######## stdp_update_scheduler ########
==> stdp_update_scheduler/m4.png <==
Drawn at 2 px/um. Supply wires on this layer in gray.
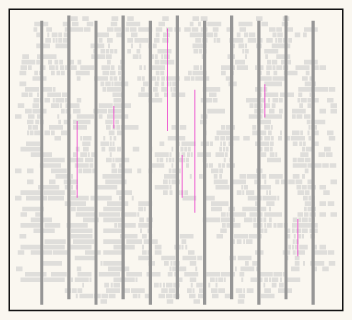

`config.mk`:
```
export PLATFORM = sky130hd
export DESIGN_NAME = stdp_update_scheduler
export DESIGN_NICKNAME = d
export VERILOG_FILES = /design/src/rtl/stdp_update_scheduler_pkg.sv /design/src/rtl/stdp_update_scheduler_event_fifo.sv /design/src/rtl/stdp_update_scheduler.sv
export SDC_FILE = /design/constraint.sdc
export NUM_CORES = 1
export LEC_CHECK = 0
export ABC_CLOCK_PERIOD_IN_PS = 4300
export CAP_MARGIN = 5
export CORE_ASPECT_RATIO = 0.9
export CORE_MARGIN = 2
export CORE_UTILIZATION = 32
export CTS_CLUSTER_DIAMETER = 120
export DETAILED_ROUTE_END_ITERATION = 6
export PLACE_DENSITY_LB_ADDON = 0.08
export SYNTH_ARGS = -nofsm -noshare
export SYNTH_HDL_FRONTEND = slang
export SYNTH_SLANG_ARGS = --single-unit
```
`constraint.sdc`:
```
create_clock -name clk -period 4.3 [get_ports clk]
set_input_delay 0.645 -clock clk [delete_from_list [all_inputs] [get_ports clk]]
set_output_delay 0.645 -clock clk [all_outputs]
set_load 0.02 [all_outputs]
```
`src/rtl/stdp_update_scheduler_pkg.sv`:
```
`default_nettype none
// ============================================================================
// stdp_sched_pkg : state encoding, width defaults and arithmetic helpers
// Rev 1.0
// ============================================================================
package stdp_sched_pkg;

   localparam int unsigned DEF_N_PRE      = 8;
   localparam int unsigned DEF_FIFO_DEPTH = 4;
   localparam int unsigned IDX_BITS       = $clog2(DEF_N_PRE);
   localparam int unsigned PTR_BITS       = $clog2(DEF_FIFO_DEPTH);

   localparam logic [2:0] S_IDLE    = 3'd0;
   localparam logic [2:0] S_FETCH   = 3'd1;
   localparam logic [2:0] S_CAPTURE = 3'd2;
   localparam logic [2:0] S_ENGINE  = 3'd3;
   localparam logic [2:0] S_WRITE   = 3'd4;
   localparam logic [2:0] S_NEXT    = 3'd5;
   localparam logic [2:0] S_DONE    = 3'd6;

   function automatic logic [15:0] sat_inc16(input logic [15:0] v);
      return (v == 16'hFFFF) ? v : v + 16'd1;
   endfunction

   // Unsigned weight plus signed delta, evaluated in 10 bits and clamped to [0, wmax].
   function automatic logic [7:0] clamp_weight(input logic [7:0] w,
                                               input logic [7:0] d,
                                               input logic [7:0] wmax);
      logic signed [9:0] s;
      s = $signed({2'b00, w}) + $signed({{2{d[7]}}, d});
      if (s[9])
         return 8'd0;
      else if (s > $signed({2'b00, wmax}))
         return wmax;
      else
         return s[7:0];
   endfunction

endpackage
`default_nettype wire

```
`src/rtl/stdp_update_scheduler_event_fifo.sv`:
```
`default_nettype none
// ============================================================================
// stdp_event_fifo : synchronous FIFO for post-spike {neuron, time} events
// Rev 1.0
// ============================================================================
module stdp_event_fifo #(
   parameter int unsigned DEPTH = 4,
   parameter int unsigned WIDTH = 11
) (
   input  logic                     clk,
   input  logic                     rst_n,
   input  logic                     push,
   input  logic [WIDTH-1:0]         push_data,
   input  logic                     pop,
   output logic [WIDTH-1:0]         head,
   output logic                     full,
   output logic                     empty,
   output logic [$clog2(DEPTH):0]   count
);

   localparam int unsigned c_PTR_BITS = $clog2(DEPTH);

   logic [WIDTH-1:0]      r_mem [DEPTH];
   logic [c_PTR_BITS-1:0] r_wr_ptr;
   logic [c_PTR_BITS-1:0] r_rd_ptr;
   logic [c_PTR_BITS:0]   r_count;
   logic                  w_do_push;
   logic                  w_do_pop;

   // A push while full is refused even if a pop happens in the same cycle.
   assign w_do_push = push && !full;
   assign w_do_pop  = pop && !empty;

   assign full  = (r_count == (c_PTR_BITS+1)'(DEPTH));
   assign empty = (r_count == '0);
   assign count = r_count;
   assign head  = r_mem[r_rd_ptr];

   always_ff @(posedge clk) begin
      if (!rst_n) begin
         r_wr_ptr <= '0;
         r_rd_ptr <= '0;
         r_count  <= '0;
      end else begin
         if (w_do_push)
            r_wr_ptr <= r_wr_ptr + 1'b1;
         if (w_do_pop)
            r_rd_ptr <= r_rd_ptr + 1'b1;
         if (w_do_push && !w_do_pop)
            r_count <= r_count + 1'b1;
         else if (w_do_pop && !w_do_push)
            r_count <= r_count - 1'b1;
      end
   end

   always_ff @(posedge clk) begin
      if (w_do_push)
         r_mem[r_wr_ptr] <= push_data;
   end

endmodule
`default_nettype wire

```
`src/rtl/stdp_update_scheduler.sv`:
```
`default_nettype none
// ============================================================================
// stdp_update_scheduler : walks every pre-synaptic input of each queued
// post-spike event through the shared STDP engine and writes back weights.
// Rev 1.0
// ============================================================================
module stdp_update_scheduler
   import stdp_sched_pkg::*;
#(
   parameter int unsigned N_PRE       = DEF_N_PRE,
   parameter int unsigned NEURON_BITS = 3,
   parameter int unsigned FIFO_DEPTH  = DEF_FIFO_DEPTH,
   parameter int unsigned W_MAX       = 255,
   parameter int unsigned ENG_TIMEOUT = 15
) (
   input  logic                                  clk,
   input  logic                                  rst_n,
   input  logic                                  enable,
   input  logic                                  post_valid,
   input  logic [NEURON_BITS-1:0]                post_neuron,
   input  logic [7:0]                            post_time,
   output logic                                  post_ready,
   output logic [$clog2(N_PRE)-1:0]              pre_rd_addr,
   input  logic [7:0]                            pre_rd_data,
   input  logic                                  pre_rd_seen,
   output logic [NEURON_BITS+$clog2(N_PRE)-1:0]  syn_addr,
   output logic                                  syn_rd_en,
   input  logic [7:0]                            syn_rd_data,
   output logic                                  syn_wr_en,
   output logic [7:0]                            syn_wr_data,
   output logic                                  eng_req,
   output logic [7:0]                            eng_pre_time,
   output logic [7:0]                            eng_post_time,
   input  logic                                  eng_ack,
   input  logic [7:0]                            eng_delta,
   input  logic                                  eng_update,
   output logic                                  busy,
   output logic                                  event_done,
   output logic [15:0]                           events_processed,
   output logic [15:0]                           updates_written,
   output logic [15:0]                           drops,
   output logic [15:0]                           timeouts
);

   localparam int unsigned c_IDX_BITS = $clog2(N_PRE);
   localparam int unsigned c_CNT_BITS = $clog2(FIFO_DEPTH) + 1;
   localparam int unsigned c_TO_BITS  = $clog2(ENG_TIMEOUT + 1);
   localparam int unsigned c_EV_BITS  = NEURON_BITS + 8;

   logic [2:0]             r_state;
   logic [2:0]             w_next;

   logic [NEURON_BITS-1:0] r_neuron;
   logic [7:0]             r_post_time;
   logic [c_IDX_BITS-1:0]  r_idx;
   logic [7:0]             r_pre_time;
   logic [7:0]             r_weight;
   logic [7:0]             r_delta;
   logic [c_TO_BITS-1:0]   r_tcnt;

   logic [c_EV_BITS-1:0]   w_head;
   logic                   w_full;
   logic                   w_empty;
   logic [c_CNT_BITS-1:0]  w_count;
   logic                   w_start;
   logic                   w_last_idx;
   logic                   w_timeout;
   logic                   w_drop;

   stdp_event_fifo #(
      .DEPTH (FIFO_DEPTH),
      .WIDTH (c_EV_BITS)
   ) u_fifo (
      .clk       (clk),
      .rst_n     (rst_n),
      .push      (post_valid),
      .push_data ({post_neuron, post_time}),
      .pop       (r_state == S_DONE),
      .head      (w_head),
      .full      (w_full),
      .empty     (w_empty),
      .count     (w_count)
   );

   assign post_ready = !w_full;
   assign w_drop     = post_valid && (w_count == c_CNT_BITS'(FIFO_DEPTH));
   assign w_start    = (r_state == S_IDLE) && enable && !w_empty;
   assign w_last_idx = (r_idx == c_IDX_BITS'(N_PRE - 1));
   assign w_timeout  = (r_state == S_ENGINE) && !eng_ack &&
                       (r_tcnt == c_TO_BITS'(ENG_TIMEOUT - 1));

   always_ff @(posedge clk) begin
      if (!rst_n)
         r_state <= S_IDLE;
      else
         r_state <= w_next;
   end

   always_comb begin
      w_next = r_state;
      case (r_state)
         S_IDLE:    if (w_start) w_next = S_FETCH;
         S_FETCH:   w_next = S_CAPTURE;
         S_CAPTURE: w_next = pre_rd_seen ? S_ENGINE : S_NEXT;
         S_ENGINE: begin
            if (eng_ack)
               w_next = eng_update ? S_WRITE : S_NEXT;
            else if (w_timeout)
               w_next = S_NEXT;
         end
         S_WRITE:   w_next = S_NEXT;
         S_NEXT:    w_next = w_last_idx ? S_DONE : S_FETCH;
         S_DONE:    w_next = S_IDLE;
         default:   w_next = S_IDLE;
      endcase
   end

   always_comb begin
      pre_rd_addr   = r_idx;
      syn_addr      = {r_neuron, r_idx};
      syn_rd_en     = (r_state == S_FETCH);
      syn_wr_en     = (r_state == S_WRITE);
      syn_wr_data   = 8'd0;
      eng_req       = (r_state == S_ENGINE);
      eng_pre_time  = r_pre_time;
      eng_post_time = r_post_time;
      busy          = (r_state != S_IDLE);
      event_done    = (r_state == S_DONE);
      if (r_state == S_WRITE)
         syn_wr_data = clamp_weight(r_weight, r_delta, 8'(W_MAX));
   end

   always_ff @(posedge clk) begin
      if (!rst_n) begin
         r_neuron    <= '0;
         r_post_time <= '0;
         r_idx       <= '0;
         r_pre_time  <= '0;
         r_weight    <= '0;
         r_delta     <= '0;
         r_tcnt      <= '0;
      end else begin
         case (r_state)
            S_IDLE: begin
               if (w_start) begin
                  r_neuron    <= w_head[c_EV_BITS-1:8];
                  r_post_time <= w_head[7:0];
                  r_idx       <= '0;
               end
            end
            S_CAPTURE: begin
               r_pre_time <= pre_rd_data;
               r_weight   <= syn_rd_data;
               r_tcnt     <= '0;
            end
            S_ENGINE: begin
               r_tcnt <= r_tcnt + 1'b1;
               if (eng_ack && eng_update)
                  r_delta <= eng_delta;
            end
            S_NEXT: begin
               if (!w_last_idx)
                  r_idx <= r_idx + 1'b1;
            end
            default: ;
         endcase
      end
   end

   always_ff @(posedge clk) begin
      if (!rst_n) begin
         events_processed <= '0;
         updates_written  <= '0;
         drops            <= '0;
         timeouts         <= '0;
      end else begin
         if (r_state == S_DONE)
            events_processed <= sat_inc16(events_processed);
         if (r_state == S_WRITE)
            updates_written <= sat_inc16(updates_written);
         if (w_drop)
            drops <= sat_inc16(drops);
         if (w_timeout)
            timeouts <= sat_inc16(timeouts);
      end
   end

endmodule
`default_nettype wire
```
######## video_line_tracker ########
`config.mk`:
```
export PLATFORM = sky130hd
export DESIGN_NAME = video_line_tracker
export DESIGN_NICKNAME = d
export VERILOG_FILES = /design/src/rtl/video_line_tracker.sv
export SDC_FILE = /design/constraint.sdc
export NUM_CORES = 1
export LEC_CHECK = 0
export CORE_MARGIN = 2
export CORE_UTILIZATION = 40
export CTS_CLUSTER_DIAMETER = 30
export DETAILED_ROUTE_END_ITERATION = 8
export GPL_TIMING_DRIVEN = 0
export PLACE_DENSITY = 0.69
export REMOVE_ABC_BUFFERS = 1
export SYNTH_ARGS = -nofsm -noshare
export SYNTH_HDL_FRONTEND = slang
export SYNTH_SLANG_ARGS = --single-unit
```
`constraint.sdc`:
```
create_clock -name clk_in -period 5.5 [get_ports clk_in]
set_input_delay 0.55 -clock clk_in [delete_from_list [all_inputs] [get_ports clk_in]]
set_output_delay 0.55 -clock clk_in [all_outputs]
set_load 0.02 [all_outputs]
```
`src/rtl/video_line_tracker.sv`:
```
// Camera input timing stage: re-times the raw fval/lval/pixel stream and derives
// the per-line address, newline pulse, mod-5 line phase and frame enable used downstream.
module video_line_tracker #(
  parameter int LINE_LEN          = 640,
  parameter int LINES_PER_FRAME   = 480,
  parameter int bit_depth_lines   = 10,
  parameter int width_of_data_pix = 8
) (
  input  logic                         clk_in,
  input  logic                         rst,
  input  logic                         fval,
  input  logic                         lval,
  input  logic [width_of_data_pix-1:0] input_pix,
  output logic [width_of_data_pix-1:0] output_pix,
  output logic                         pix_valid,
  output logic [bit_depth_lines-1:0]   lines,
  output logic                         newline,
  output logic [2:0]                   line_phase,
  output logic [bit_depth_lines-1:0]   line_cnt,
  output logic                         enable,
  output logic                         frame_start,
  output logic                         frame_end,
  output logic                         err_len,
  output logic                         err_frame
);

  // One extra counter bit so a full line (LINE_LEN may equal 2^bit_depth_lines) is representable.
  localparam int CW = bit_depth_lines + 1;
  localparam logic [CW-1:0] FULL_LINE = CW'(LINE_LEN);
  localparam logic [bit_depth_lines-1:0] EXP_LINES = bit_depth_lines'(LINES_PER_FRAME);

  localparam logic [1:0] S_SYNC       = 2'd0;
  localparam logic [1:0] S_WAIT_FRAME = 2'd1;
  localparam logic [1:0] S_WAIT_LINE  = 2'd2;
  localparam logic [1:0] S_LINE       = 2'd3;

  logic [1:0]                 state;
  logic [CW-1:0]              pix_cnt;
  logic                       overflow;
  logic                       line_good;
  logic [bit_depth_lines-1:0] cnt_inc;
  logic [bit_depth_lines-1:0] end_cnt;
  logic [2:0]                 phase_inc;

  // end_cnt is the line count as it will stand after this edge, so a line closing
  // together with the frame is already included in the frame-length check.
  always_comb begin
    line_good = (pix_cnt == FULL_LINE) && !overflow;
    cnt_inc   = (&line_cnt) ? line_cnt : line_cnt + bit_depth_lines'(1);
    phase_inc = (line_phase == 3'd4) ? 3'd0 : line_phase + 3'd1;
    end_cnt   = (!lval && line_good) ? cnt_inc : line_cnt;
  end

  always_ff @(posedge clk_in) begin
    if (rst) begin
      state       <= S_SYNC;
      pix_cnt     <= '0;
      overflow    <= 1'b0;
      output_pix  <= '0;
      pix_valid   <= 1'b0;
      lines       <= '0;
      newline     <= 1'b0;
      line_phase  <= 3'd0;
      line_cnt    <= '0;
      enable      <= 1'b0;
      frame_start <= 1'b0;
      frame_end   <= 1'b0;
      err_len     <= 1'b0;
      err_frame   <= 1'b0;
    end else begin
      pix_valid   <= 1'b0;
      newline     <= 1'b0;
      frame_start <= 1'b0;
      frame_end   <= 1'b0;
      case (state)
        S_SYNC: begin
          if (!fval) state <= S_WAIT_FRAME;
        end
        S_WAIT_FRAME: begin
          if (fval) begin
            frame_start <= 1'b1;
            line_cnt    <= '0;
            line_phase  <= 3'd0;
            enable      <= 1'b1;
            state       <= S_WAIT_LINE;
          end
        end
        S_WAIT_LINE: begin
          if (!fval) begin
            frame_end <= 1'b1;
            enable    <= 1'b0;
            if (line_cnt != EXP_LINES) err_frame <= 1'b1;
            state     <= S_WAIT_FRAME;
          end else if (lval) begin
            output_pix <= input_pix;
            lines      <= '0;
            pix_valid  <= 1'b1;
            pix_cnt    <= CW'(1);
            overflow   <= 1'b0;
            state      <= S_LINE;
          end
        end
        S_LINE: begin
          if (fval && lval) begin
            if (pix_cnt < FULL_LINE) begin
              output_pix <= input_pix;
              lines      <= pix_cnt[bit_depth_lines-1:0];
              pix_valid  <= 1'b1;
              pix_cnt    <= pix_cnt + CW'(1);
            end else begin
              overflow <= 1'b1;
            end
          end else begin
            // Line closed (lval low) or aborted (fval dropped mid-line).
            if (!lval && line_good) begin
              newline    <= 1'b1;
              line_cnt   <= cnt_inc;
              line_phase <= phase_inc;
            end else begin
              err_len <= 1'b1;
            end
            if (!fval) begin
              frame_end <= 1'b1;
              enable    <= 1'b0;
              if (end_cnt != EXP_LINES) err_frame <= 1'b1;
              state     <= S_WAIT_FRAME;
            end else begin
              state <= S_WAIT_LINE;
            end
          end
        end
        default: state <= S_SYNC;
      endcase
    end
  end

endmodule

```
######## secuenciador_motores ########
<file path="config.mk">
export PLATFORM = sky130hd
export DESIGN_NAME = secuenciador_motores
export DESIGN_NICKNAME = d
export VERILOG_FILES = /design/src/rtl/secuenciador_motores.sv
export SDC_FILE = /design/constraint.sdc
export NUM_CORES = 1
export LEC_CHECK = 0
export ABC_CLOCK_PERIOD_IN_PS = 3250
export CAP_MARGIN = 20
export CORE_ASPECT_RATIO = 0.5
export CORE_UTILIZATION = 47
export CTS_CLUSTER_DIAMETER = 30
export DETAILED_ROUTE_END_ITERATION = 10
export PLACE_DENSITY = 0.78
export SETUP_SLACK_MARGIN = 0.15
export SYNTH_ARGS = -nofsm -noshare
export SYNTH_HDL_FRONTEND = slang
export SYNTH_SLANG_ARGS = --single-unit
</file>
<file path="constraint.sdc">
create_clock -name clk -period 3.25 [get_ports clk]
set_input_delay 0.65 -clock clk [delete_from_list [all_inputs] [get_ports clk]]
set_output_delay 0.65 -clock clk [all_outputs]
set_load 0.05 [all_outputs]
</file>
<file path="src/rtl/secuenciador_motores.sv">
// secuenciador_motores: runs pump motors R, G, B one at a time for their latched
// tick counts, with a fixed idle gap between active channels.
module secuenciador_motores #(
    parameter int unsigned GAP_TICKS  = 2,
    parameter int unsigned MAX_CICLOS = 9,
    parameter int unsigned W          = 5
) (
    input  logic         clk,
    input  logic         reset,
    input  logic         tick,
    input  logic         start,
    input  logic         abort,
    input  logic [W-1:0] ciclos_R,
    input  logic [W-1:0] ciclos_G,
    input  logic [W-1:0] ciclos_B,
    output logic [2:0]   motores,
    output logic         busy,
    output logic         done,
    output logic         error,
    output logic [1:0]   canal,
    output logic [W-1:0] restantes
);

    typedef enum logic [2:0] {S_IDLE, S_LOAD, S_RUN, S_GAP, S_DONE} state_t;

    state_t       r_state,     w_state_nxt;
    logic [W-1:0] r_cnt_r,     w_cnt_r_nxt;
    logic [W-1:0] r_cnt_g,     w_cnt_g_nxt;
    logic [W-1:0] r_cnt_b,     w_cnt_b_nxt;
    logic [2:0]   r_motores,   w_motores_nxt;
    logic         r_busy,      w_busy_nxt;
    logic         r_done,      w_done_nxt;
    logic         r_error,     w_error_nxt;
    logic [1:0]   r_canal,     w_canal_nxt;
    logic [W-1:0] r_restantes, w_restantes_nxt;

    logic         w_over;
    logic [1:0]   w_first;
    logic [1:0]   w_next;
    logic [W-1:0] w_cnt_first;
    logic [W-1:0] w_cnt_canal;

    // Motor enable for a channel number (1=R, 2=G, 3=B)
    function automatic logic [2:0] mask_of(input logic [1:0] ch);
        case (ch)
            2'd1:    return 3'b100;
            2'd2:    return 3'b010;
            2'd3:    return 3'b001;
            default: return 3'b000;
        endcase
    endfunction

    // Latched count for a channel number
    function automatic logic [W-1:0] count_of(input logic [1:0] ch, input logic [W-1:0] cr,
                                              input logic [W-1:0] cg, input logic [W-1:0] cb);
        case (ch)
            2'd1:    return cr;
            2'd2:    return cg;
            2'd3:    return cb;
            default: return '0;
        endcase
    endfunction

    // Channel selection: range check, first active channel, next active channel after canal
    always_comb begin
        w_over  = (r_cnt_r > W'(MAX_CICLOS)) || (r_cnt_g > W'(MAX_CICLOS)) ||
                  (r_cnt_b > W'(MAX_CICLOS));
        w_first = (r_cnt_r != '0) ? 2'd1 :
                  (r_cnt_g != '0) ? 2'd2 :
                  (r_cnt_b != '0) ? 2'd3 : 2'd0;
        case (r_canal)
            2'd1:    w_next = (r_cnt_g != '0) ? 2'd2 : ((r_cnt_b != '0) ? 2'd3 : 2'd0);
            2'd2:    w_next = (r_cnt_b != '0) ? 2'd3 : 2'd0;
            default: w_next = 2'd0;
        endcase
        w_cnt_first = count_of(w_first, r_cnt_r, r_cnt_g, r_cnt_b);
        w_cnt_canal = count_of(r_canal, r_cnt_r, r_cnt_g, r_cnt_b);
    end

    // Next state and next registered outputs
    always_comb begin
        w_state_nxt     = r_state;
        w_cnt_r_nxt     = r_cnt_r;
        w_cnt_g_nxt     = r_cnt_g;
        w_cnt_b_nxt     = r_cnt_b;
        w_motores_nxt   = r_motores;
        w_busy_nxt      = r_busy;
        w_done_nxt      = 1'b0;
        w_error_nxt     = r_error;
        w_canal_nxt     = r_canal;
        w_restantes_nxt = r_restantes;

        if (abort) begin
            w_state_nxt     = S_IDLE;
            w_motores_nxt   = 3'b000;
            w_busy_nxt      = 1'b0;
            w_canal_nxt     = 2'd0;
            w_restantes_nxt = '0;
        end else begin
            case (r_state)
                S_IDLE: begin
                    if (start) begin
                        w_cnt_r_nxt = ciclos_R;
                        w_cnt_g_nxt = ciclos_G;
                        w_cnt_b_nxt = ciclos_B;
                        w_error_nxt = 1'b0;
                        w_busy_nxt  = 1'b1;
                        w_state_nxt = S_LOAD;
                    end
                end
                S_LOAD: begin
                    if (w_over) begin
                        w_error_nxt = 1'b1;
                        w_busy_nxt  = 1'b0;
                        w_state_nxt = S_IDLE;
                    end else if (w_first != 2'd0) begin
                        w_canal_nxt     = w_first;
                        w_restantes_nxt = w_cnt_first;
                        w_motores_nxt   = mask_of(w_first);
                        w_state_nxt     = S_RUN;
                    end else begin
                        w_busy_nxt  = 1'b0;
                        w_done_nxt  = 1'b1;
                        w_state_nxt = S_DONE;
                    end
                end
                S_RUN: begin
                    if (tick) begin
                        if (r_restantes == W'(1)) begin
                            w_motores_nxt = 3'b000;
                            if (w_next != 2'd0) begin
                                w_canal_nxt     = w_next;
                                w_restantes_nxt = W'(GAP_TICKS);
                                w_state_nxt     = S_GAP;
                            end else begin
                                w_canal_nxt     = 2'd0;
                                w_restantes_nxt = '0;
                                w_busy_nxt      = 1'b0;
                                w_done_nxt      = 1'b1;
                                w_state_nxt     = S_DONE;
                            end
                        end else begin
                            w_restantes_nxt = r_restantes - W'(1);
                        end
                    end
                end
                S_GAP: begin
                    if (tick) begin
                        if (r_restantes == W'(1)) begin
                            w_restantes_nxt = w_cnt_canal;
                            w_motores_nxt   = mask_of(r_canal);
                            w_state_nxt     = S_RUN;
                        end else begin
                            w_restantes_nxt = r_restantes - W'(1);
                        end
                    end
                end
                S_DONE: begin
                    w_state_nxt = S_IDLE;
                end
                default: begin
                    w_state_nxt = S_IDLE;
                end
            endcase
        end
    end

    // State and output registers
    always_ff @(posedge clk) begin
        if (reset) begin
            r_state     <= S_IDLE;
            r_cnt_r     <= '0;
            r_cnt_g     <= '0;
            r_cnt_b     <= '0;
            r_motores   <= 3'b000;
            r_busy      <= 1'b0;
            r_done      <= 1'b0;
            r_error     <= 1'b0;
            r_canal     <= 2'd0;
            r_restantes <= '0;
        end else begin
            r_state     <= w_state_nxt;
            r_cnt_r     <= w_cnt_r_nxt;
            r_cnt_g     <= w_cnt_g_nxt;
            r_cnt_b     <= w_cnt_b_nxt;
            r_motores   <= w_motores_nxt;
            r_busy      <= w_busy_nxt;
            r_done      <= w_done_nxt;
            r_error     <= w_error_nxt;
            r_canal     <= w_canal_nxt;
            r_restantes <= w_restantes_nxt;
        end
    end

    // restantes is never decremented from zero
    always_ff @(posedge clk) begin
        if (!reset && !abort && tick && (r_state == S_RUN || r_state == S_GAP)) begin
            assert (r_restantes != '0);
        end
    end

    assign motores   = r_motores;
    assign busy      = r_busy;
    assign done      = r_done;
    assign error     = r_error;
    assign canal     = r_canal;
    assign restantes = r_restantes;

endmodule

</file>
######## maple_in_flat ########
**src/rtl/maple_in_if.sv**
```systemverilog
`default_nettype none
// ============================================================================
// Module   : maple_in_if
// Function : Pin, FIFO-write and status bundle between maple_in and its
//            bus controller.
// Revision : 1.0
// ============================================================================
interface maple_in_if;
    logic       pin1;
    logic       pin5;
    logic       enable;
    logic       fifo_full;
    logic       err_clear;
    logic [7:0] fifo_data;
    logic       data_produce;
    logic       start_seen;
    logic       end_seen;
    logic       active;
    logic       err_framing;
    logic       err_overflow;

    // Bus controller side: arms the receiver, owns the FIFO and the pads.
    modport master (
        output pin1, pin5, enable, fifo_full, err_clear,
        input  fifo_data, data_produce, start_seen, end_seen,
        input  active, err_framing, err_overflow
    );

    modport slave (
        input  pin1, pin5, enable, fifo_full, err_clear,
        output fifo_data, data_produce, start_seen, end_seen,
        output active, err_framing, err_overflow
    );
endinterface
`default_nettype wire

```
**src/rtl/maple_in.sv**
```systemverilog
`default_nettype none
// ============================================================================
// Module   : maple_in
// Function : Maple bus receiver - start/data/end pattern decode into a byte FIFO.
// Options  : define MAPLE_IN_TIMEOUT_EN to abort frames on a stalled bus.
// Revision : 1.0
// ============================================================================
module maple_in #(
    parameter int SYNC_STAGES    = 2,
    parameter int TIMEOUT_CYCLES = 4096
) (
    input  wire logic  clk,
    input  wire logic  rst,
    maple_in_if.slave  bus
);
    localparam logic [2:0] S_IDLE   = 3'd0;
    localparam logic [2:0] S_START  = 3'd1;
    localparam logic [2:0] S_DATA_A = 3'd2;
    localparam logic [2:0] S_DATA_B = 3'd3;
    localparam logic [2:0] S_END    = 3'd4;

    if (SYNC_STAGES < 2 || TIMEOUT_CYCLES < 1) begin : g_param_check
        $error("maple_in: SYNC_STAGES must be >= 2 and TIMEOUT_CYCLES >= 1");
    end

    logic [SYNC_STAGES-1:0] sync1_q, sync1_d, sync5_q, sync5_d;
    logic       prev1_q, prev5_q;
    logic [2:0] state_q, state_d;
    logic [2:0] cnt_q, cnt_d;
    logic [2:0] bitcnt_q, bitcnt_d;
    logic [7:0] shift_q, shift_d;
    logic [7:0] fifo_data_q, fifo_data_d;
    logic       data_produce_q, data_produce_d;
    logic       start_seen_q, start_seen_d;
    logic       end_seen_q, end_seen_d;
    logic       active_q, active_d;
    logic       err_framing_q, err_framing_d;
    logic       err_overflow_q, err_overflow_d;

    logic p1, p5, fall1, rise1, fall5, rise5;
    logic frame_err, ovf_err, bit_valid, bit_val, to_hit;

    assign p1    = sync1_q[SYNC_STAGES-1];
    assign p5    = sync5_q[SYNC_STAGES-1];
    assign fall1 =  prev1_q & ~p1;
    assign rise1 = ~prev1_q &  p1;
    assign fall5 =  prev5_q & ~p5;
    assign rise5 = ~prev5_q &  p5;

`ifdef MAPLE_IN_TIMEOUT_EN
    localparam int TO_W = $clog2(TIMEOUT_CYCLES + 1);
    logic [TO_W-1:0] to_cnt_q, to_cnt_d;

    // Any pin edge counts as bus activity and restarts the stall window.
    always_comb begin
        to_hit   = 1'b0;
        to_cnt_d = '0;
        if (state_q != S_IDLE && !(fall1 | rise1 | fall5 | rise5)) begin
            to_cnt_d = to_cnt_q + 1'b1;
            to_hit   = (to_cnt_d == TO_W'(TIMEOUT_CYCLES));
        end
    end

    always_ff @(posedge clk) begin
        if (rst) to_cnt_q <= '0;
        else     to_cnt_q <= to_cnt_d;
    end
`else
    assign to_hit = 1'b0;
`endif

    always_comb begin
        sync1_d        = {sync1_q[SYNC_STAGES-2:0], bus.pin1};
        sync5_d        = {sync5_q[SYNC_STAGES-2:0], bus.pin5};
        state_d        = state_q;
        cnt_d          = cnt_q;
        bitcnt_d       = bitcnt_q;
        shift_d        = shift_q;
        fifo_data_d    = fifo_data_q;
        active_d       = active_q;
        data_produce_d = 1'b0;
        start_seen_d   = 1'b0;
        end_seen_d     = 1'b0;
        frame_err      = 1'b0;
        ovf_err        = 1'b0;
        bit_valid      = 1'b0;
        bit_val        = 1'b0;

        if (state_q != S_IDLE && ((fall1 && fall5) || to_hit)) begin
            frame_err = 1'b1;
        end else begin
            case (state_q)
                S_IDLE: begin
                    if (fall1 && p5) begin
                        state_d = S_START;
                        cnt_d   = 3'd0;
                    end
                end
                S_START: begin
                    if (fall5 && cnt_q != 3'd7) cnt_d = cnt_q + 3'd1;
                    if (rise1) begin
                        if (cnt_q == 3'd4) begin
                            start_seen_d = 1'b1;
                            active_d     = 1'b1;
                            bitcnt_d     = 3'd0;
                            state_d      = S_DATA_A;
                        end else begin
                            frame_err = 1'b1;
                        end
                    end
                end
                S_DATA_A: begin
                    if (fall1) begin
                        bit_valid = 1'b1;
                        bit_val   = p5;
                        state_d   = S_DATA_B;
                    end else if (fall5 && p1) begin
                        // pin5 dropping while pin1 idles high opens the end pattern
                        if (bitcnt_q == 3'd0) begin
                            state_d = S_END;
                            cnt_d   = 3'd0;
                        end else begin
                            frame_err = 1'b1;
                        end
                    end
                end
                S_DATA_B: begin
                    if (fall5) begin
                        bit_valid = 1'b1;
                        bit_val   = p1;
                        state_d   = S_DATA_A;
                    end else if (fall1) begin
                        frame_err = 1'b1;
                    end
                end
                S_END: begin
                    if (fall1 && cnt_q != 3'd7) cnt_d = cnt_q + 3'd1;
                    if (rise5 && p1) begin
                        if (cnt_q == 3'd2) begin
                            end_seen_d = 1'b1;
                            active_d   = 1'b0;
                            state_d    = S_IDLE;
                        end else begin
                            frame_err = 1'b1;
                        end
                    end
                end
                default: state_d = S_IDLE;
            endcase
        end

        if (bit_valid) begin
            shift_d  = {shift_q[6:0], bit_val};
            bitcnt_d = bitcnt_q + 3'd1;
            if (bitcnt_q == 3'd7) begin
                fifo_data_d = shift_d;
                if (bus.fifo_full) ovf_err        = 1'b1;
                else               data_produce_d = 1'b1;
            end
        end

        if (frame_err) begin
            state_d  = S_IDLE;
            active_d = 1'b0;
        end

        // Disarmed receiver: park in IDLE silently, leaving sticky errors alone.
        if (!bus.enable) begin
            state_d        = S_IDLE;
            active_d       = 1'b0;
            start_seen_d   = 1'b0;
            end_seen_d     = 1'b0;
            data_produce_d = 1'b0;
            frame_err      = 1'b0;
            ovf_err        = 1'b0;
        end

        err_framing_d  = (err_framing_q  & ~bus.err_clear) | frame_err;
        err_overflow_d = (err_overflow_q & ~bus.err_clear) | ovf_err;
    end

    always_ff @(posedge clk) begin
        if (rst) begin
            sync1_q        <= '1;
            sync5_q        <= '1;
            prev1_q        <= 1'b1;
            prev5_q        <= 1'b1;
            state_q        <= S_IDLE;
            cnt_q          <= 3'd0;
            bitcnt_q       <= 3'd0;
            shift_q        <= 8'd0;
            fifo_data_q    <= 8'd0;
            data_produce_q <= 1'b0;
            start_seen_q   <= 1'b0;
            end_seen_q     <= 1'b0;
            active_q       <= 1'b0;
            err_framing_q  <= 1'b0;
            err_overflow_q <= 1'b0;
        end else begin
            sync1_q        <= sync1_d;
            sync5_q        <= sync5_d;
            prev1_q        <= p1;
            prev5_q        <= p5;
            state_q        <= state_d;
            cnt_q          <= cnt_d;
            bitcnt_q       <= bitcnt_d;
            shift_q        <= shift_d;
            fifo_data_q    <= fifo_data_d;
            data_produce_q <= data_produce_d;
            start_seen_q   <= start_seen_d;
            end_seen_q     <= end_seen_d;
            active_q       <= active_d;
            err_framing_q  <= err_framing_d;
            err_overflow_q <= err_overflow_d;
        end
    end

    assign bus.fifo_data    = fifo_data_q;
    assign bus.data_produce = data_produce_q;
    assign bus.start_seen   = start_seen_q;
    assign bus.end_seen     = end_seen_q;
    assign bus.active       = active_q;
    assign bus.err_framing  = err_framing_q;
    assign bus.err_overflow = err_overflow_q;
endmodule
`default_nettype wire
```
**src/flat_wrapper.sv**
```systemverilog
// flat-port wrapper written by rule: the top's interface ports become plain ports
module maple_in_flat 
#(
    parameter int SYNC_STAGES    = 2,
    parameter int TIMEOUT_CYCLES = 4096
)
  (clk, rst, bus_pin1, bus_pin5, bus_enable, bus_fifo_full, bus_err_clear, bus_fifo_data, bus_data_produce, bus_start_seen, bus_end_seen, bus_active, bus_err_framing, bus_err_overflow);
  maple_in_if bus_i ();
  input  wire logic clk;
  input  wire logic rst;
  input wire logic [$bits(bus_i.pin1)-1:0] bus_pin1;
  input wire logic [$bits(bus_i.pin5)-1:0] bus_pin5;
  input wire logic [$bits(bus_i.enable)-1:0] bus_enable;
  input wire logic [$bits(bus_i.fifo_full)-1:0] bus_fifo_full;
  input wire logic [$bits(bus_i.err_clear)-1:0] bus_err_clear;
  output wire logic [$bits(bus_i.fifo_data)-1:0] bus_fifo_data;
  output wire logic [$bits(bus_i.data_produce)-1:0] bus_data_produce;
  output wire logic [$bits(bus_i.start_seen)-1:0] bus_start_seen;
  output wire logic [$bits(bus_i.end_seen)-1:0] bus_end_seen;
  output wire logic [$bits(bus_i.active)-1:0] bus_active;
  output wire logic [$bits(bus_i.err_framing)-1:0] bus_err_framing;
  output wire logic [$bits(bus_i.err_overflow)-1:0] bus_err_overflow;
  assign bus_i.pin1 = bus_pin1;
  assign bus_i.pin5 = bus_pin5;
  assign bus_i.enable = bus_enable;
  assign bus_i.fifo_full = bus_fifo_full;
  assign bus_i.err_clear = bus_err_clear;
  assign bus_fifo_data = bus_i.fifo_data;
  assign bus_data_produce = bus_i.data_produce;
  assign bus_start_seen = bus_i.start_seen;
  assign bus_end_seen = bus_i.end_seen;
  assign bus_active = bus_i.active;
  assign bus_err_framing = bus_i.err_framing;
  assign bus_err_overflow = bus_i.err_overflow;
  maple_in #(.SYNC_STAGES(SYNC_STAGES), .TIMEOUT_CYCLES(TIMEOUT_CYCLES)) u_core (.clk(clk), .rst(rst), .bus(bus_i));
endmodule
```
**config.mk**
```make
export PLATFORM = sky130hd
export DESIGN_NAME = maple_in_flat
export DESIGN_NICKNAME = d
export VERILOG_FILES = /design/src/rtl/maple_in_if.sv /design/src/rtl/maple_in.sv /design/src/flat_wrapper.sv
export SDC_FILE = /design/constraint.sdc
export NUM_CORES = 1
export LEC_CHECK = 0
export CORE_UTILIZATION = 58
export CTS_CLUSTER_DIAMETER = 60
export DETAILED_ROUTE_END_ITERATION = 10
export GPL_ROUTABILITY_DRIVEN = 0
export GPL_TIMING_DRIVEN = 0
export PLACE_DENSITY = 0.89
export SLEW_MARGIN = 30
export SYNTH_ARGS = -nofsm -noshare
export SYNTH_HDL_FRONTEND = slang
export SYNTH_SLANG_ARGS = --single-unit
```
**constraint.sdc**
```tcl
create_clock -name clk -period 4.85 [get_ports clk]
set_input_delay 1.455 -clock clk [delete_from_list [all_inputs] [get_ports clk]]
set_output_delay 1.455 -clock clk [all_outputs]
set_load 0.05 [all_outputs]
```
==> secuenciador_motores/clock_nets.png <==
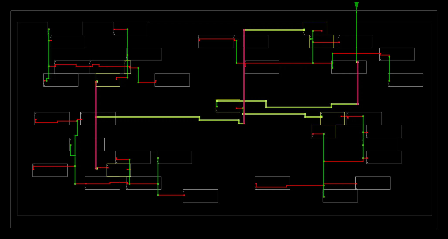
cts bufs inserted: 5
power in the clock group: 0.000336 W

==> run notes, secuenciador_motores <==
run results: worst hold stages=2, Switch Pwr=0.000275 W, TritonCTS Sinks=31, Comb power frac=20.5%, sequential-to-total area share from yosys stat=about a third, mean post-synth cell area=8.32 sq um, power group with the largest share=registers, Die Wd=89.9 um, CP arrival=1.70 ns, Final Net Count=271, Maximum Capacitance Violations=0, Final Hold Violating Endpoints=0, part of the power in registers=44.0%, Buf/Inv on CP=1, Metal-1 WL=2080 um, non-clk buf share=14.6%, outcome=finished clean, endpoint of the worst hold path=busy, total negative slack=0 ns, total standard cell area after synthesis=0.00181 sq mm, Rel. slew slack=approximately 46%
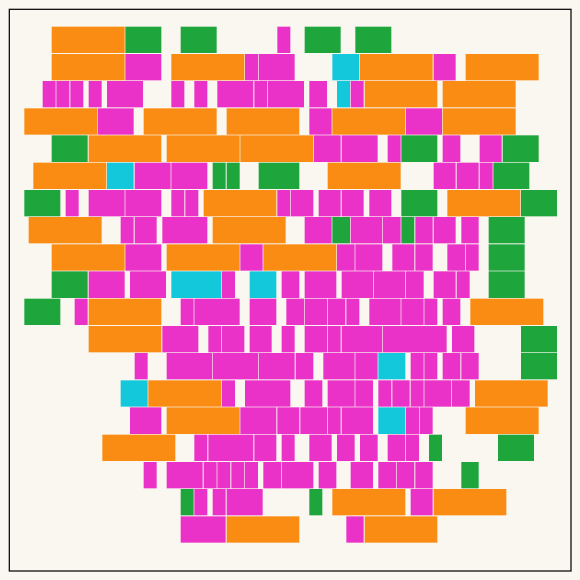
(maple_in_flat/class_map.png)
Drawn at 10 px/um.
legend:
  magenta:
    class: remaining logic cells
    cells: 146
  green:
    class: remaining buffers and delay cells
    cells: 28
  orange:
    class: registers
    cells: 36
  cyan:
    class: clock drivers and dummy loads
    cells: 8

==> run notes, maple_in_flat <==
run results: CTS hold repair buffers=0, delay of the slowest cell on the worst path=0.83 ns, synthesized netlist net count=205, fraction of power spent switching nets=24.4%, sum of met3 wire segment lengths after detailed routing=321 um, Die Wd=roughly 56 um, non-clk buf share=around an eighth, Yosys chip area=0.00169 sq mm, number of cells traversed by the worst register-to-register path=7, crit path time final=slightly below 3 ns, simple-gate portion of the synthesized area=24.6%, area of all sequential standard cells=721 sq um, outcome=finished clean, Comb area share=45.3%, launch instance of the worst min-delay path=u_core.sync1_q[0], total negative slack=0 ns, path type of the worst setup path=reg2out, Buf/Inv on CP=1, amount of wire on met2 after detailed routing=1880 um, Main synth FF type=dfxtp_1, clk_buf instances=7, average wire per standard cell=approximately 15 um, CP arrival=1.52 ns, Metal-1 WL=around 1400 um, Area Growth Syn to Fin=17.2%, post-synthesis mux area share=10.1%
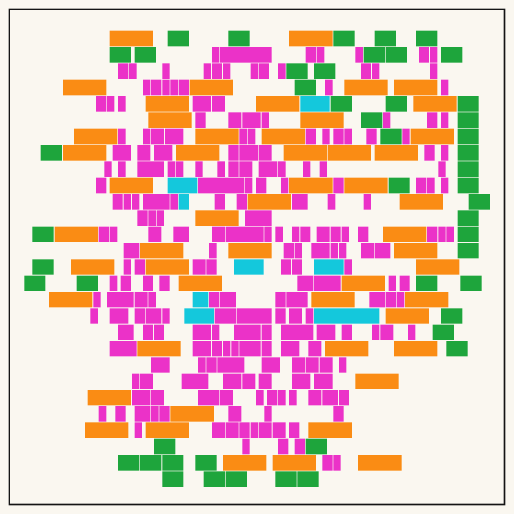
(video_line_tracker/class_map.png)
Drawn at 6 px/um.
legend:
  cyan:
    class: clock drivers and dummy loads
    cells: 8
  green:
    class: remaining buffers and delay cells
    cells: 49
  magenta:
    class: remaining logic cells
    cells: 228
  orange:
    class: registers
    cells: 52

==> run notes, video_line_tracker <==
run results: outcome=finished clean, total vias in the final route=2165, Yosys reg bits=52, top flop regs=pix_cnt: 11 flops, line_cnt: 10 flops, lines: 10 flops, Max Buffers Root-to-Sink=2, P_int=0.000528 W, overall routing resource usage=17.5%, Buf/Inv on CP=1, total cell area at the placement stage=0.00295 sq mm, Lkg Pwr=1.02 nW, Final Net Count=roughly 350, Area Growth Syn to Fin=24.7%, non-clock buffer total of the final layout=49, part of the power in registers=56.2%, number of antenna violations at the first check in global routing=0, area of all sequential standard cells=0.00104 sq mm, clk_buf instances=5, global-route wire length before repair=9210 um, FMAX=0.357 GHz, worst flop-to-flop path startpoint=pix_cnt[7], Main synth FF type=dfxtp_1, final WL=5530 um, timing endpoint of the critical path=pix_cnt[0], slew at the pin closest to its max-slew limit=1.06 ns, Final Wtd Congestion=0.822, tightest hold margin=0.458 ns, clock transition at the registers of the reported paths=0.09 ns, # port buffers=49, TAP cells=between 70 and 80, crit path DRT=5.66 ns, core utilization of the finished layout=a little over 50%, maximum ir drop on the vdd rail=roughly 0.12 mV, GR met1 Demand/Resource=24.1%, cell type group with the largest total delay on the critical path=simple AND/OR/NAND/NOR gates
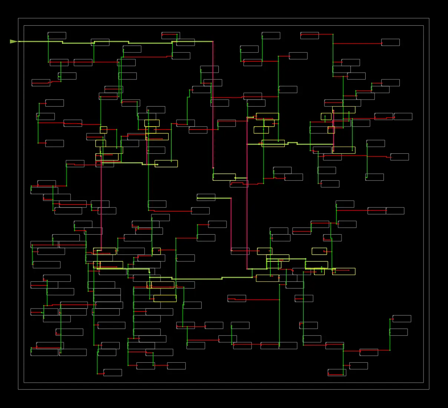
(stdp_update_scheduler/clock_nets.png)
clk_buf instances: 17
TritonCTS Sinks: 160
largest clock skew in the final design: 0.0150 ns
number of sequential storage elements: 160
cts bufs inserted: 17

## Picture notes: stdp_update_scheduler/m4.png
longest straight run: 61.2 um
nets with wire on the layer: 4
wire length on this layer: 217 um
share of all routed wire: 1.2%
main direction: vertical

==> run notes, stdp_update_scheduler <==
run results: outcome=finished clean, Buf/Inv on CP=1, Gate Count Post-Synth=738, total power density per cell area=365 mW/mm^2, part of the power in registers=46.5%, DP Worst Slack=0.920 ns, DR pass1 iterations=4, effective utilization at floorplan=32.5%, cell area after layout=0.00983 sq mm, tightest hold margin=0.463 ns, full die area=0.0249 sq mm, post-synthesis mux area share=5.13%, power in the clock group=~0.0015 W, count of pins on the block boundary=approximately 150, Yosys reg bits=160, non-clk buf share=14.8%, Comb power frac=11.4%, clock network contribution to total cell area=6.10%, Critical Path Stages=8, launch instance of the worst min-delay path=eng_post_time[6], Rel. slew slack=21.0%, clock transition at the registers of the reported paths=~0.07 ns, top cells by count=dfxtp_1, nand2_1, and2_1, Top cell area share=30.7%, Clk pwr share=42.1%, number of warnings in the stage logs=31, leading cell type in the layout, fill and taps excluded=clkdlybuf4s50_1, post-synthesis cell type count=60, height of the die=150 um, endpoint of the worst hold path=eng_post_time[6], amount of wire on met2 after detailed routing=8800 um, standard-cell row count=53, most instantiated library cell after synthesis=dfxtp_1, Synth logic family=simple AND/OR/NAND/NOR gates, Lkg Pwr=~3.5 nW, top cell class by occupied area=logic gates, most area-hungry cell type in the Yosys netlist=dfxtp_1, met2 GRT Util=25.3%, Final Net Count=937, Seq. pwr=0.00167 W, Comb area share=37.4%, delay of the slowest cell on the worst path=0.62 ns, sequential-to-total area share from yosys stat=48.2%, total negative slack=0 ns, reg-to-reg critical path endpoint=u_fifo.count[2], buffers inserted during post-CTS setup optimization=0, Post-Synth XOR/XNOR Area=6.49%, Logic cell area=0.00367 sq mm

==> notes/layouts.md <==
Pictures saved along the way, in no particular order.

Pin map.
(a)
Drawn at 2 px/um. Pins as bars across the die edge, other pins in gray.
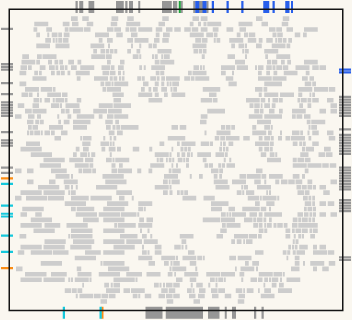
(b)
Drawn at 6 px/um. Pins as bars across the die edge, other pins in gray.
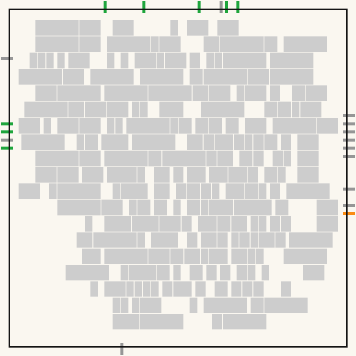
(c)
Drawn at 4 px/um. Pins as bars across the die edge, other pins in gray.
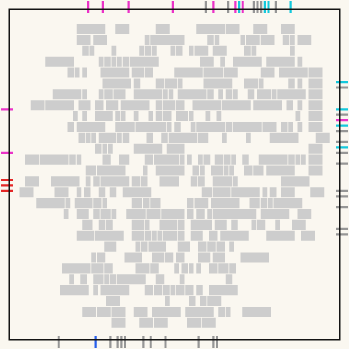
(d)
Drawn at 6 px/um. Pins as bars across the die edge, other pins in gray.
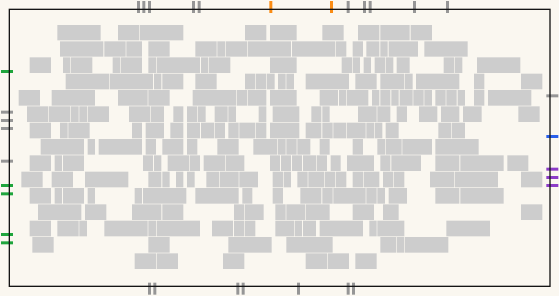
Of these, fewest pins: (b)
Of these, largest die: (a)
(d) is secuenciador_motores.
(a) is stdp_update_scheduler.
(c) is video_line_tracker.
(b) is maple_in_flat.



## Gallery

Signal wires on met3.
panel A
Drawn at 6 px/um.
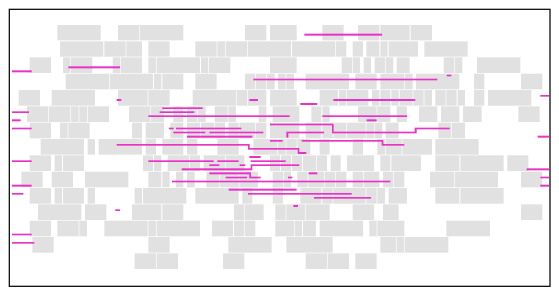
panel B
Drawn at 6 px/um.
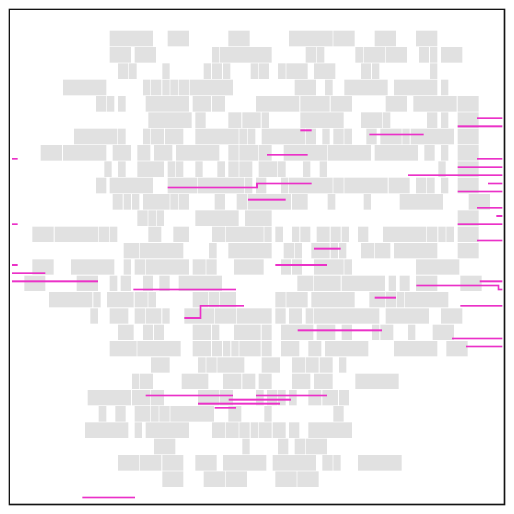
panel C
Drawn at 3 px/um.
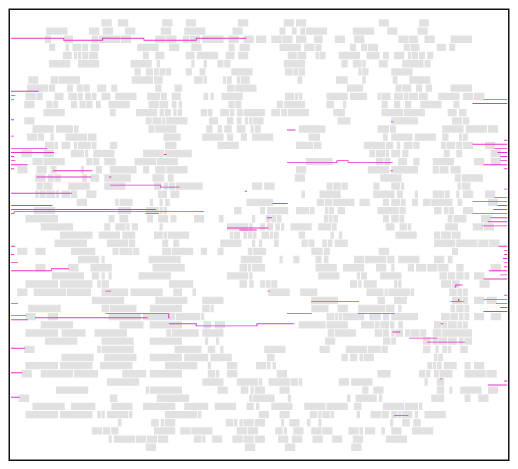
panel D
Drawn at 8 px/um.
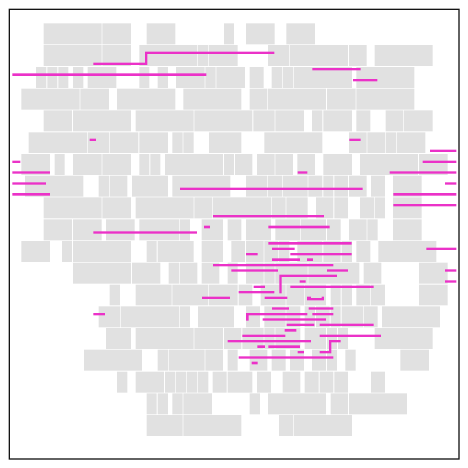
| from | picture |
|---|---|
| video_line_tracker | panel B |
| stdp_update_scheduler | panel C |
| secuenciador_motores | panel A |
| maple_in_flat | panel D |
The one with the largest die is panel C.

Power is estimated from default activity; no workload was simulated.
